# ---- design 1 ----
### Clock wiring as the flow saved it, design 1

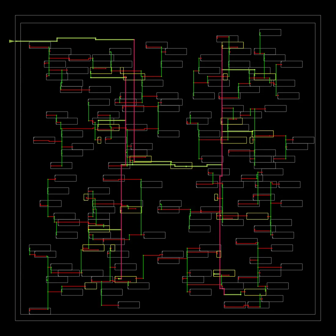
### Wiring heat map, design 1

26 x 26 tiles, from white (low) to dark blue (high), scaled to the fullest tile. Values are wire area over tile area, all layers added.
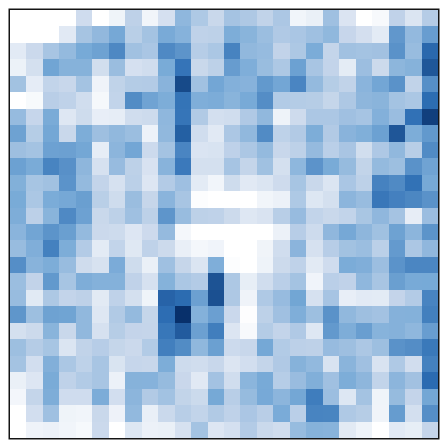
File: src/rtl/mult_hilo_controller.sv
// Execute-stage sequencer for the shared iterative multiplier; owns the HI/LO registers
// and raises a stall only when a dependent instruction meets an in-flight multiply.
module mult_hilo_controller #(
    parameter int unsigned WIDTH   = 32,
    parameter int unsigned TIMEOUT = 64
) (
    input  logic               clk,
    input  logic               reset,
    input  logic               mult_e,
    input  logic               mult_signed_e,
    input  logic               mfhi_e,
    input  logic               mflo_e,
    input  logic [WIDTH-1:0]   srca_e,
    input  logic [WIDTH-1:0]   srcb_e,
    input  logic               mul_ready,
    input  logic               mul_done,
    input  logic [2*WIDTH-1:0] mul_product,
    output logic               mul_start,
    output logic               mul_signed,
    output logic [WIDTH-1:0]   mul_src_a,
    output logic [WIDTH-1:0]   mul_src_b,
    output logic               stall_mult,
    output logic [WIDTH-1:0]   hilo_rdata,
    output logic               busy,
    output logic               err_timeout
);

    localparam int unsigned CntW = $clog2(TIMEOUT);

    typedef enum logic [1:0] {StIdle, StIssue, StWait} state_e;

    state_e            state_q, state_d;
    logic [WIDTH-1:0]  hi_q, hi_d, lo_q, lo_d;
    logic [WIDTH-1:0]  src_a_q, src_a_d, src_b_q, src_b_d;
    logic              signed_q, signed_d;
    logic              err_q, err_d;
    logic [CntW-1:0]   cnt_q, cnt_d;

    assign busy        = (state_q != StIdle);
    assign mul_start   = (state_q == StIssue);
    assign mul_signed  = signed_q;
    assign mul_src_a   = src_a_q;
    assign mul_src_b   = src_b_q;
    assign err_timeout = err_q;
    assign hilo_rdata  = mfhi_e ? hi_q : lo_q;

    // A MULT may also wait in IDLE while the multiplier itself is not ready.
    assign stall_mult = ((mult_e | mfhi_e | mflo_e) & busy) | (mult_e & ~busy & ~mul_ready);

    always_comb begin
        state_d  = state_q;
        hi_d     = hi_q;
        lo_d     = lo_q;
        src_a_d  = src_a_q;
        src_b_d  = src_b_q;
        signed_d = signed_q;
        err_d    = err_q;
        cnt_d    = cnt_q;
        unique case (state_q)
            StIdle: begin
                if (mult_e && mul_ready && !stall_mult) begin
                    src_a_d  = srca_e;
                    src_b_d  = srcb_e;
                    signed_d = mult_signed_e;
                    state_d  = StIssue;
                end
            end
            StIssue: begin
                cnt_d   = '0;
                state_d = StWait;
            end
            StWait: begin
                if (mul_done) begin
                    hi_d    = mul_product[2*WIDTH-1:WIDTH];
                    lo_d    = mul_product[WIDTH-1:0];
                    state_d = StIdle;
                end else if (cnt_q == CntW'(TIMEOUT - 1)) begin
                    err_d   = 1'b1;
                    state_d = StIdle;
                end else begin
                    cnt_d = cnt_q + 1'b1;
                end
            end
            default: state_d = StIdle;
        endcase
    end

    always_ff @(posedge clk or negedge reset) begin
        if (!reset) begin
            state_q  <= StIdle;
            hi_q     <= '0;
            lo_q     <= '0;
            src_a_q  <= '0;
            src_b_q  <= '0;
            signed_q <= 1'b0;
            err_q    <= 1'b0;
            cnt_q    <= '0;
        end else begin
            state_q  <= state_d;
            hi_q     <= hi_d;
            lo_q     <= lo_d;
            src_a_q  <= src_a_d;
            src_b_q  <= src_b_d;
            signed_q <= signed_d;
            err_q    <= err_d;
            cnt_q    <= cnt_d;
        end
    end

endmodule

File: config.mk
export PLATFORM = sky130hd
export DESIGN_NAME = mult_hilo_controller
export DESIGN_NICKNAME = d
export VERILOG_FILES = /design/src/rtl/mult_hilo_controller.sv
export SDC_FILE = /design/constraint.sdc
export NUM_CORES = 1
export LEC_CHECK = 0
export ABC_AREA = 0
export CAP_MARGIN = 20
export CELL_PAD_IN_SITES_DETAIL_PLACEMENT = 1
export CELL_PAD_IN_SITES_GLOBAL_PLACEMENT = 1
export CORE_MARGIN = 2
export CORE_UTILIZATION = 38
export CTS_CLUSTER_DIAMETER = 30
export DETAILED_ROUTE_END_ITERATION = 7
export GPL_ROUTABILITY_DRIVEN = 0
export HOLD_SLACK_MARGIN = 0.02
export PLACE_DENSITY_LB_ADDON = 0.1
export SLEW_MARGIN = 20
export SYNTH_ARGS = -nofsm -noshare
export SYNTH_HDL_FRONTEND = slang
export SYNTH_SLANG_ARGS = --single-unit
File: constraint.sdc
create_clock -name clk -period 4.95 [get_ports clk]
set_clock_uncertainty 0.1 [all_clocks]
set_input_delay 0.495 -clock clk [delete_from_list [all_inputs] [get_ports clk]]
set_output_delay 0.495 -clock clk [all_outputs]
set_load 0.01 [all_outputs]
==> Changelog: implementation <==
### Implementation results

- VDD IR max: 0.250 mV
- Cell Area, Placed: ~8600 um^2
- Share of cells above drive strength 1: 31.6%
- CP top delay family: buffers and inverters
- CP Buf/Inv Count: 3
- Core area: roughly 16000 um^2
- Most frequent logic cell in the layout: clkdlybuf4s50_1
- Vias in the first global route: between 4k and 5k
- Area leader share: 56.2%
- Switching portion of total power: a little over a quarter
- WL met1: ~7300 um
- Post-Layout Inst Area: 9110 um^2
- Largest net degree at the start of global routing: just over 100
- CP Capture Type: output port
- Max incr delay on CP: ~0.56 ns
- Aoi share: under 10%
- XOR Share, Synth: 0%
- Final cell count without fillers: about 830
- Maxcap violations: 0
- Via density: between 4 and 5
- Cell type with the largest total area: dfrtp_1
- Top layer in use: met4
- Synth flops: roughly 140
- PwrDens: approximately 500 nW/um^2
- Cts repair resizes: 0
- DP Worst Slack: around 2.1 ns
- Top Usage Layer GRT: met2
- Final core utilization: between 50% and 60%
- RSZ-0062 raised after global routing: no
- Outcome: finished, final reports clean
- Number of antenna violations at the first check in global routing: 0
- Reg2reg setup slack: 2.27 ns
- Comb power: between 1.5 and 2 mW
- Clock power share: between 20% and 30%
- Max FO, Critical Path: 33
- 1st-pass router iterations: 4
- Port buffer count: ~240
- M1 GR Usage: a little over a quarter
- Placed cells: 802
- Top cells by count: dfrtp_1, mux2_4, mux2_2, buf_6, nor2_1
- Top Layout Cells: clkdlybuf4s50_1, dfrtp_1, mux2_4, mux2_2, clkbuf_16
About 'Clock wiring as the flow saved it' of design 1:
clock buffers: 22
flop count: 138
CTS Sinks: 138
cts bufs inserted: 17
worst skew pair latency: 0.41 ns

About 'Wiring heat map' of design 1:
emptiest ninth of the die: centre
fullest tile: 0.43
mean over tiles: 0.15
nearly empty tiles: 4.1%
tiles over half the peak: 18%
Total Wirelength: 16000 um
WL/cell: 19.3 um

metrics by stage:
stage | power, mW | hold WS [ns]
finish | 4.52 | 0.0917
global route | 4.77 | 0.164
CTS | 4.58 | 0.129
detailed placement | 3.42 | 0.361
global placement | 3.36 | 0.356
floorplan | 2.58 | 0.0994
layout make-up:
cell class,instances,area (um^2),share of cell area (%)
Sequential cell,138,3450,37.9
Multi-Input combinational cell,205,2480,27.2
Inverter,3,11.3,0.124
Clock inverter,5,50.0,0.549
Tap cell,216,270,2.97
Timing Repair Buffer,240,2390,26.3
Clock buffer,22,454,4.98

# ---- design 2 ----
==> src/rtl/mem16_access_ctrl.sv <==
// Two-requester arbiter and read/write sequencer in front of a 16-bit synchronous RAM.
// 32-bit byte-addressed reads become 2 (aligned) or 3 (unaligned) word reads.
module mem16_access_ctrl #(
    parameter int ADDR_W = 8
) (
    input  logic              clk,
    input  logic              rst,
    input  logic              req0_valid,
    input  logic [ADDR_W-1:0] req0_addr,
    output logic              req0_ready,
    output logic [31:0]       req0_rdata,
    output logic              req0_rvalid,
    input  logic              req1_valid,
    input  logic              req1_we,
    input  logic [ADDR_W-1:0] req1_addr,
    input  logic [15:0]       req1_wdata,
    output logic              req1_ready,
    output logic [31:0]       req1_rdata,
    output logic              req1_rvalid,
    input  logic              big_endian,
    output logic [ADDR_W-2:0] ram_addr,
    output logic              ram_we,
    output logic [15:0]       ram_wdata,
    input  logic [15:0]       ram_rdata,
    output logic              busy
);

    typedef enum logic [1:0] {IDLE, RD, RLAST, WR} state_t;

    state_t            state_q, state_d;
    logic [ADDR_W-1:0] addr_q, addr_d;
    logic              id_q, id_d;
    logic              we_q, we_d;
    logic              be_q, be_d;
    logic              prio_q, prio_d;
    logic [15:0]       wdata_q, wdata_d;
    logic [1:0]        cnt_q, cnt_d;
    logic [23:0]       buf_q, buf_d;
    logic [31:0]       rdata0_q, rdata0_d, rdata1_q, rdata1_d;
    logic              rvalid0_q, rvalid0_d, rvalid1_q, rvalid1_d;

    logic              grant1;
    logic [ADDR_W-2:0] word_q;
    logic [1:0]        last_k;
    logic [31:0]       be_word, result;

    assign word_q = addr_q[ADDR_W-1:1];
    assign last_k = addr_q[0] ? 2'd2 : 2'd1;
    assign grant1 = req1_valid && (!req0_valid || prio_q);

    // Final word arrives on ram_rdata during RLAST; earlier words sit in buf_q.
    assign be_word = addr_q[0] ? {buf_q, ram_rdata[15:8]} : {buf_q[15:0], ram_rdata};
    assign result  = be_q ? be_word : {be_word[7:0], be_word[15:8], be_word[23:16], be_word[31:24]};

    always_ff @(posedge clk or posedge rst) begin
        if (rst) begin
            state_q   <= IDLE;
            addr_q    <= '0;
            id_q      <= 1'b0;
            we_q      <= 1'b0;
            be_q      <= 1'b0;
            prio_q    <= 1'b0;
            wdata_q   <= '0;
            cnt_q     <= '0;
            buf_q     <= '0;
            rdata0_q  <= '0;
            rdata1_q  <= '0;
            rvalid0_q <= 1'b0;
            rvalid1_q <= 1'b0;
        end else begin
            state_q   <= state_d;
            addr_q    <= addr_d;
            id_q      <= id_d;
            we_q      <= we_d;
            be_q      <= be_d;
            prio_q    <= prio_d;
            wdata_q   <= wdata_d;
            cnt_q     <= cnt_d;
            buf_q     <= buf_d;
            rdata0_q  <= rdata0_d;
            rdata1_q  <= rdata1_d;
            rvalid0_q <= rvalid0_d;
            rvalid1_q <= rvalid1_d;
        end
    end

    always_comb begin
        state_d    = state_q;
        addr_d     = addr_q;
        id_d       = id_q;
        we_d       = we_q;
        be_d       = be_q;
        prio_d     = prio_q;
        wdata_d    = wdata_q;
        cnt_d      = cnt_q;
        buf_d      = buf_q;
        rdata0_d   = rdata0_q;
        rdata1_d   = rdata1_q;
        rvalid0_d  = 1'b0;
        rvalid1_d  = 1'b0;
        req0_ready = 1'b0;
        req1_ready = 1'b0;
        ram_addr   = '0;
        ram_we     = 1'b0;
        ram_wdata  = '0;

        case (state_q)
            IDLE: begin
                if (req0_valid || req1_valid) begin
                    req0_ready = !grant1;
                    req1_ready = grant1;
                    id_d       = grant1;
                    prio_d     = !grant1;
                    addr_d     = grant1 ? req1_addr : req0_addr;
                    we_d       = grant1 && req1_we;
                    wdata_d    = req1_wdata;
                    be_d       = big_endian;
                    cnt_d      = '0;
                    state_d    = (grant1 && req1_we) ? WR : RD;
                end
            end
            RD: begin
                ram_addr = word_q + (ADDR_W-1)'(cnt_q);
                if (cnt_q != 2'd0) begin
                    buf_d = {buf_q[7:0], ram_rdata};
                end
                if (cnt_q == last_k) begin
                    state_d = RLAST;
                end else begin
                    cnt_d = cnt_q + 2'd1;
                end
            end
            RLAST: begin
                if (id_q) begin
                    rdata1_d  = result;
                    rvalid1_d = 1'b1;
                end else begin
                    rdata0_d  = result;
                    rvalid0_d = 1'b1;
                end
                state_d = IDLE;
            end
            WR: begin
                ram_addr  = word_q;
                ram_we    = 1'b1;
                ram_wdata = wdata_q;
                rvalid1_d = 1'b1;
                state_d   = IDLE;
            end
            default: state_d = IDLE;
        endcase
    end

    assign req0_rdata  = rdata0_q;
    assign req1_rdata  = rdata1_q;
    assign req0_rvalid = rvalid0_q;
    assign req1_rvalid = rvalid1_q;
    assign busy        = (state_q != IDLE);

endmodule

==> config.mk <==
export PLATFORM = sky130hd
export DESIGN_NAME = mem16_access_ctrl
export DESIGN_NICKNAME = d
export VERILOG_FILES = /design/src/rtl/mem16_access_ctrl.sv
export SDC_FILE = /design/constraint.sdc
export NUM_CORES = 1
export LEC_CHECK = 0
export CAP_MARGIN = 0
export CORE_ASPECT_RATIO = 1.4
export CORE_UTILIZATION = 54
export CTS_CLUSTER_SIZE = 40
export DETAILED_ROUTE_END_ITERATION = 7
export PLACE_DENSITY = 0.93
export SYNTH_ARGS = -nofsm -noshare
export SYNTH_HDL_FRONTEND = slang
export SYNTH_SLANG_ARGS = --single-unit
==> constraint.sdc <==
create_clock -name clk -period 10.95 [get_ports clk]
set_clock_uncertainty 0.1 [all_clocks]
set_input_delay 1.6425 -clock clk [delete_from_list [all_inputs] [get_ports clk]]
set_output_delay 1.6425 -clock clk [all_outputs]
set_load 0.05 [all_outputs]
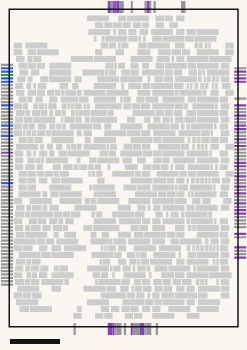
*I/O pins on the die edge, design 2*
Scale bar: 20 um. Pins as bars across the die edge, other pins in grey.
| port | colour | pins | direction | edge |
|---|---|---|---|---|
| req0_addr | blue | 8 | input | left |
| req1_ready | green | 1 | output | left |
| req0_rdata | purple | 32 | output | 20 right, 6 bottom, 5 top, 1 left |
all pins by edge: 66 left, 49 right, 18 bottom, 14 top
die width: 91.4 um
port buffer count: 146
die height: 127 um

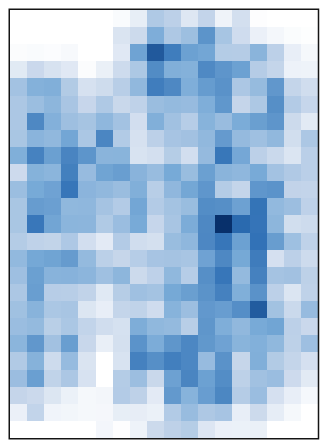
*Wiring heat map, design 2*
18 x 25 tiles, from white (low) to dark blue (high), scaled to the fullest tile. Values are wire area over tile area, all layers added.
fullest tile: 0.62
nearly empty tiles: 7.3%
tiles over half the peak: 23%
mean over tiles: 0.21
total track usage: 28.2%
WL/cell: 19.2 um

==> Changelog: implementation <==
### Implementation results

- Final-report hold violation count: 0
- FF/Latch Area: around 3000 um^2
- Signal inverters: 7
- GRT overflow: 0
- Die area: between 10000 and 15000 um^2
- Clk tree area frac: around 7.6%
- CP Capture Type: output port
- Iter 0 DRT Violations: roughly 270
- Core area: between 10000 and 15000 um^2
- Mapped Cells: just over 500
- Top cells by count: dfrtp_1, mux2i_1, nand2_1, mux2_2, o21ai_1
- Via density: ~6.0
- Outcome: finished, final reports clean
- Cell type with the largest total area: dfrtp_1
- Area leader share: roughly half
- RSZ-0062 raised after global routing: no
- Dominant class by area: flip-flops and latches
- Dominant cell by count in the synthesized netlist: dfrtp_1
- Vias in the first global route: 5049
- Clock buffers: 22
- Setup CP Type: in2out
- Share of cells above drive strength 1: 14.7%
- Startpoint types: input pin
- # Taps: roughly 140
- Switching portion of total power: 44.8%
- Worst reg2reg path depth: 2
- Floorplan net count: 572
- DP HPWL: 9960 um
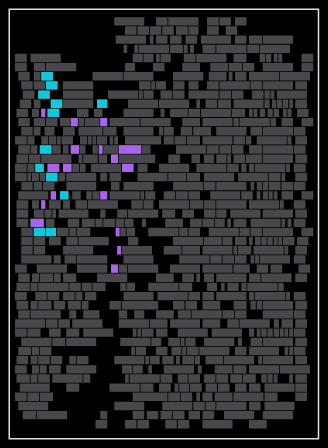
*Gate families picked out, design 2*
| family | colour | cells |
|---|---|---|
| AND-OR and OR-AND gates | cyan | 12 |
| NOR gates | purple | 17 |
most frequent logic cell in the layout: clkdlybuf4s50_1
final cell count without fillers: 799
logic share of the area: 34.1%

-- sequential cells by signal, summed over array words and instances (netlist names) --
signal and flops:
prio_q 1, buf_q 24, cnt_q 2, be_q 1, req1_rdata 32, state_q 2, req0_rdata 32, req0_rvalid 1
wdata_q 16, addr_q 8, req1_rvalid 1, id_q 1
-- metal layers --
metal	vias up	GRT usage [%]
li1	2155	-
met1	2381	33.8
met2	212	47.5
met3	37	7.80
met4	0	12.1
met5	-	0
-- critical path, cell delays in order --
cell and delay (ns):
clkdlybuf4s50_1 0.54, a21boi_0 0.55, and2_1 0.24, clkdlybuf4s50_1 0.81


==> layout pictures side by side <==
Close-up of the layout.
shot_01.png
Scale bar: 5 um. Region (56, 82) to (76, 102) um. Cells in grey, sequential cells in the stronger grey; small squares are vias.
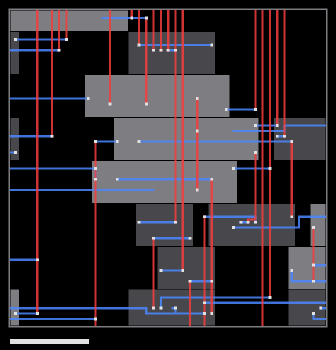
shot_02.png
Scale bar: 5 um. Region (36, 79) to (56, 99) um. Cells in grey, sequential cells in the stronger grey; small squares are vias.
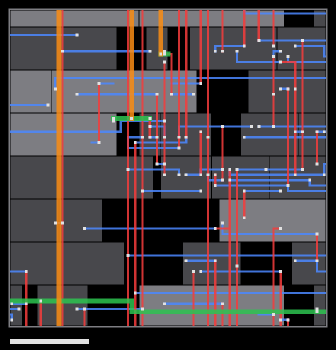
- largest die: shot_01.png
shot_01.png is design 1.
shot_02.png is design 2.

Key to shot_01.png:
| layer | colour |
|---|---|
| met1 | blue |
| met2 | red |
most frequent: mux2_4 (3), dfrtp_1 (3), clkdlybuf4s50_1 (3)
cells with their middle in the window: 9
netlist names of flops here include: hi_q (2), lo_q (1)
sequential cells in the window: 3

Power figures rest on the tool's default switching activity, not on a simulated workload.
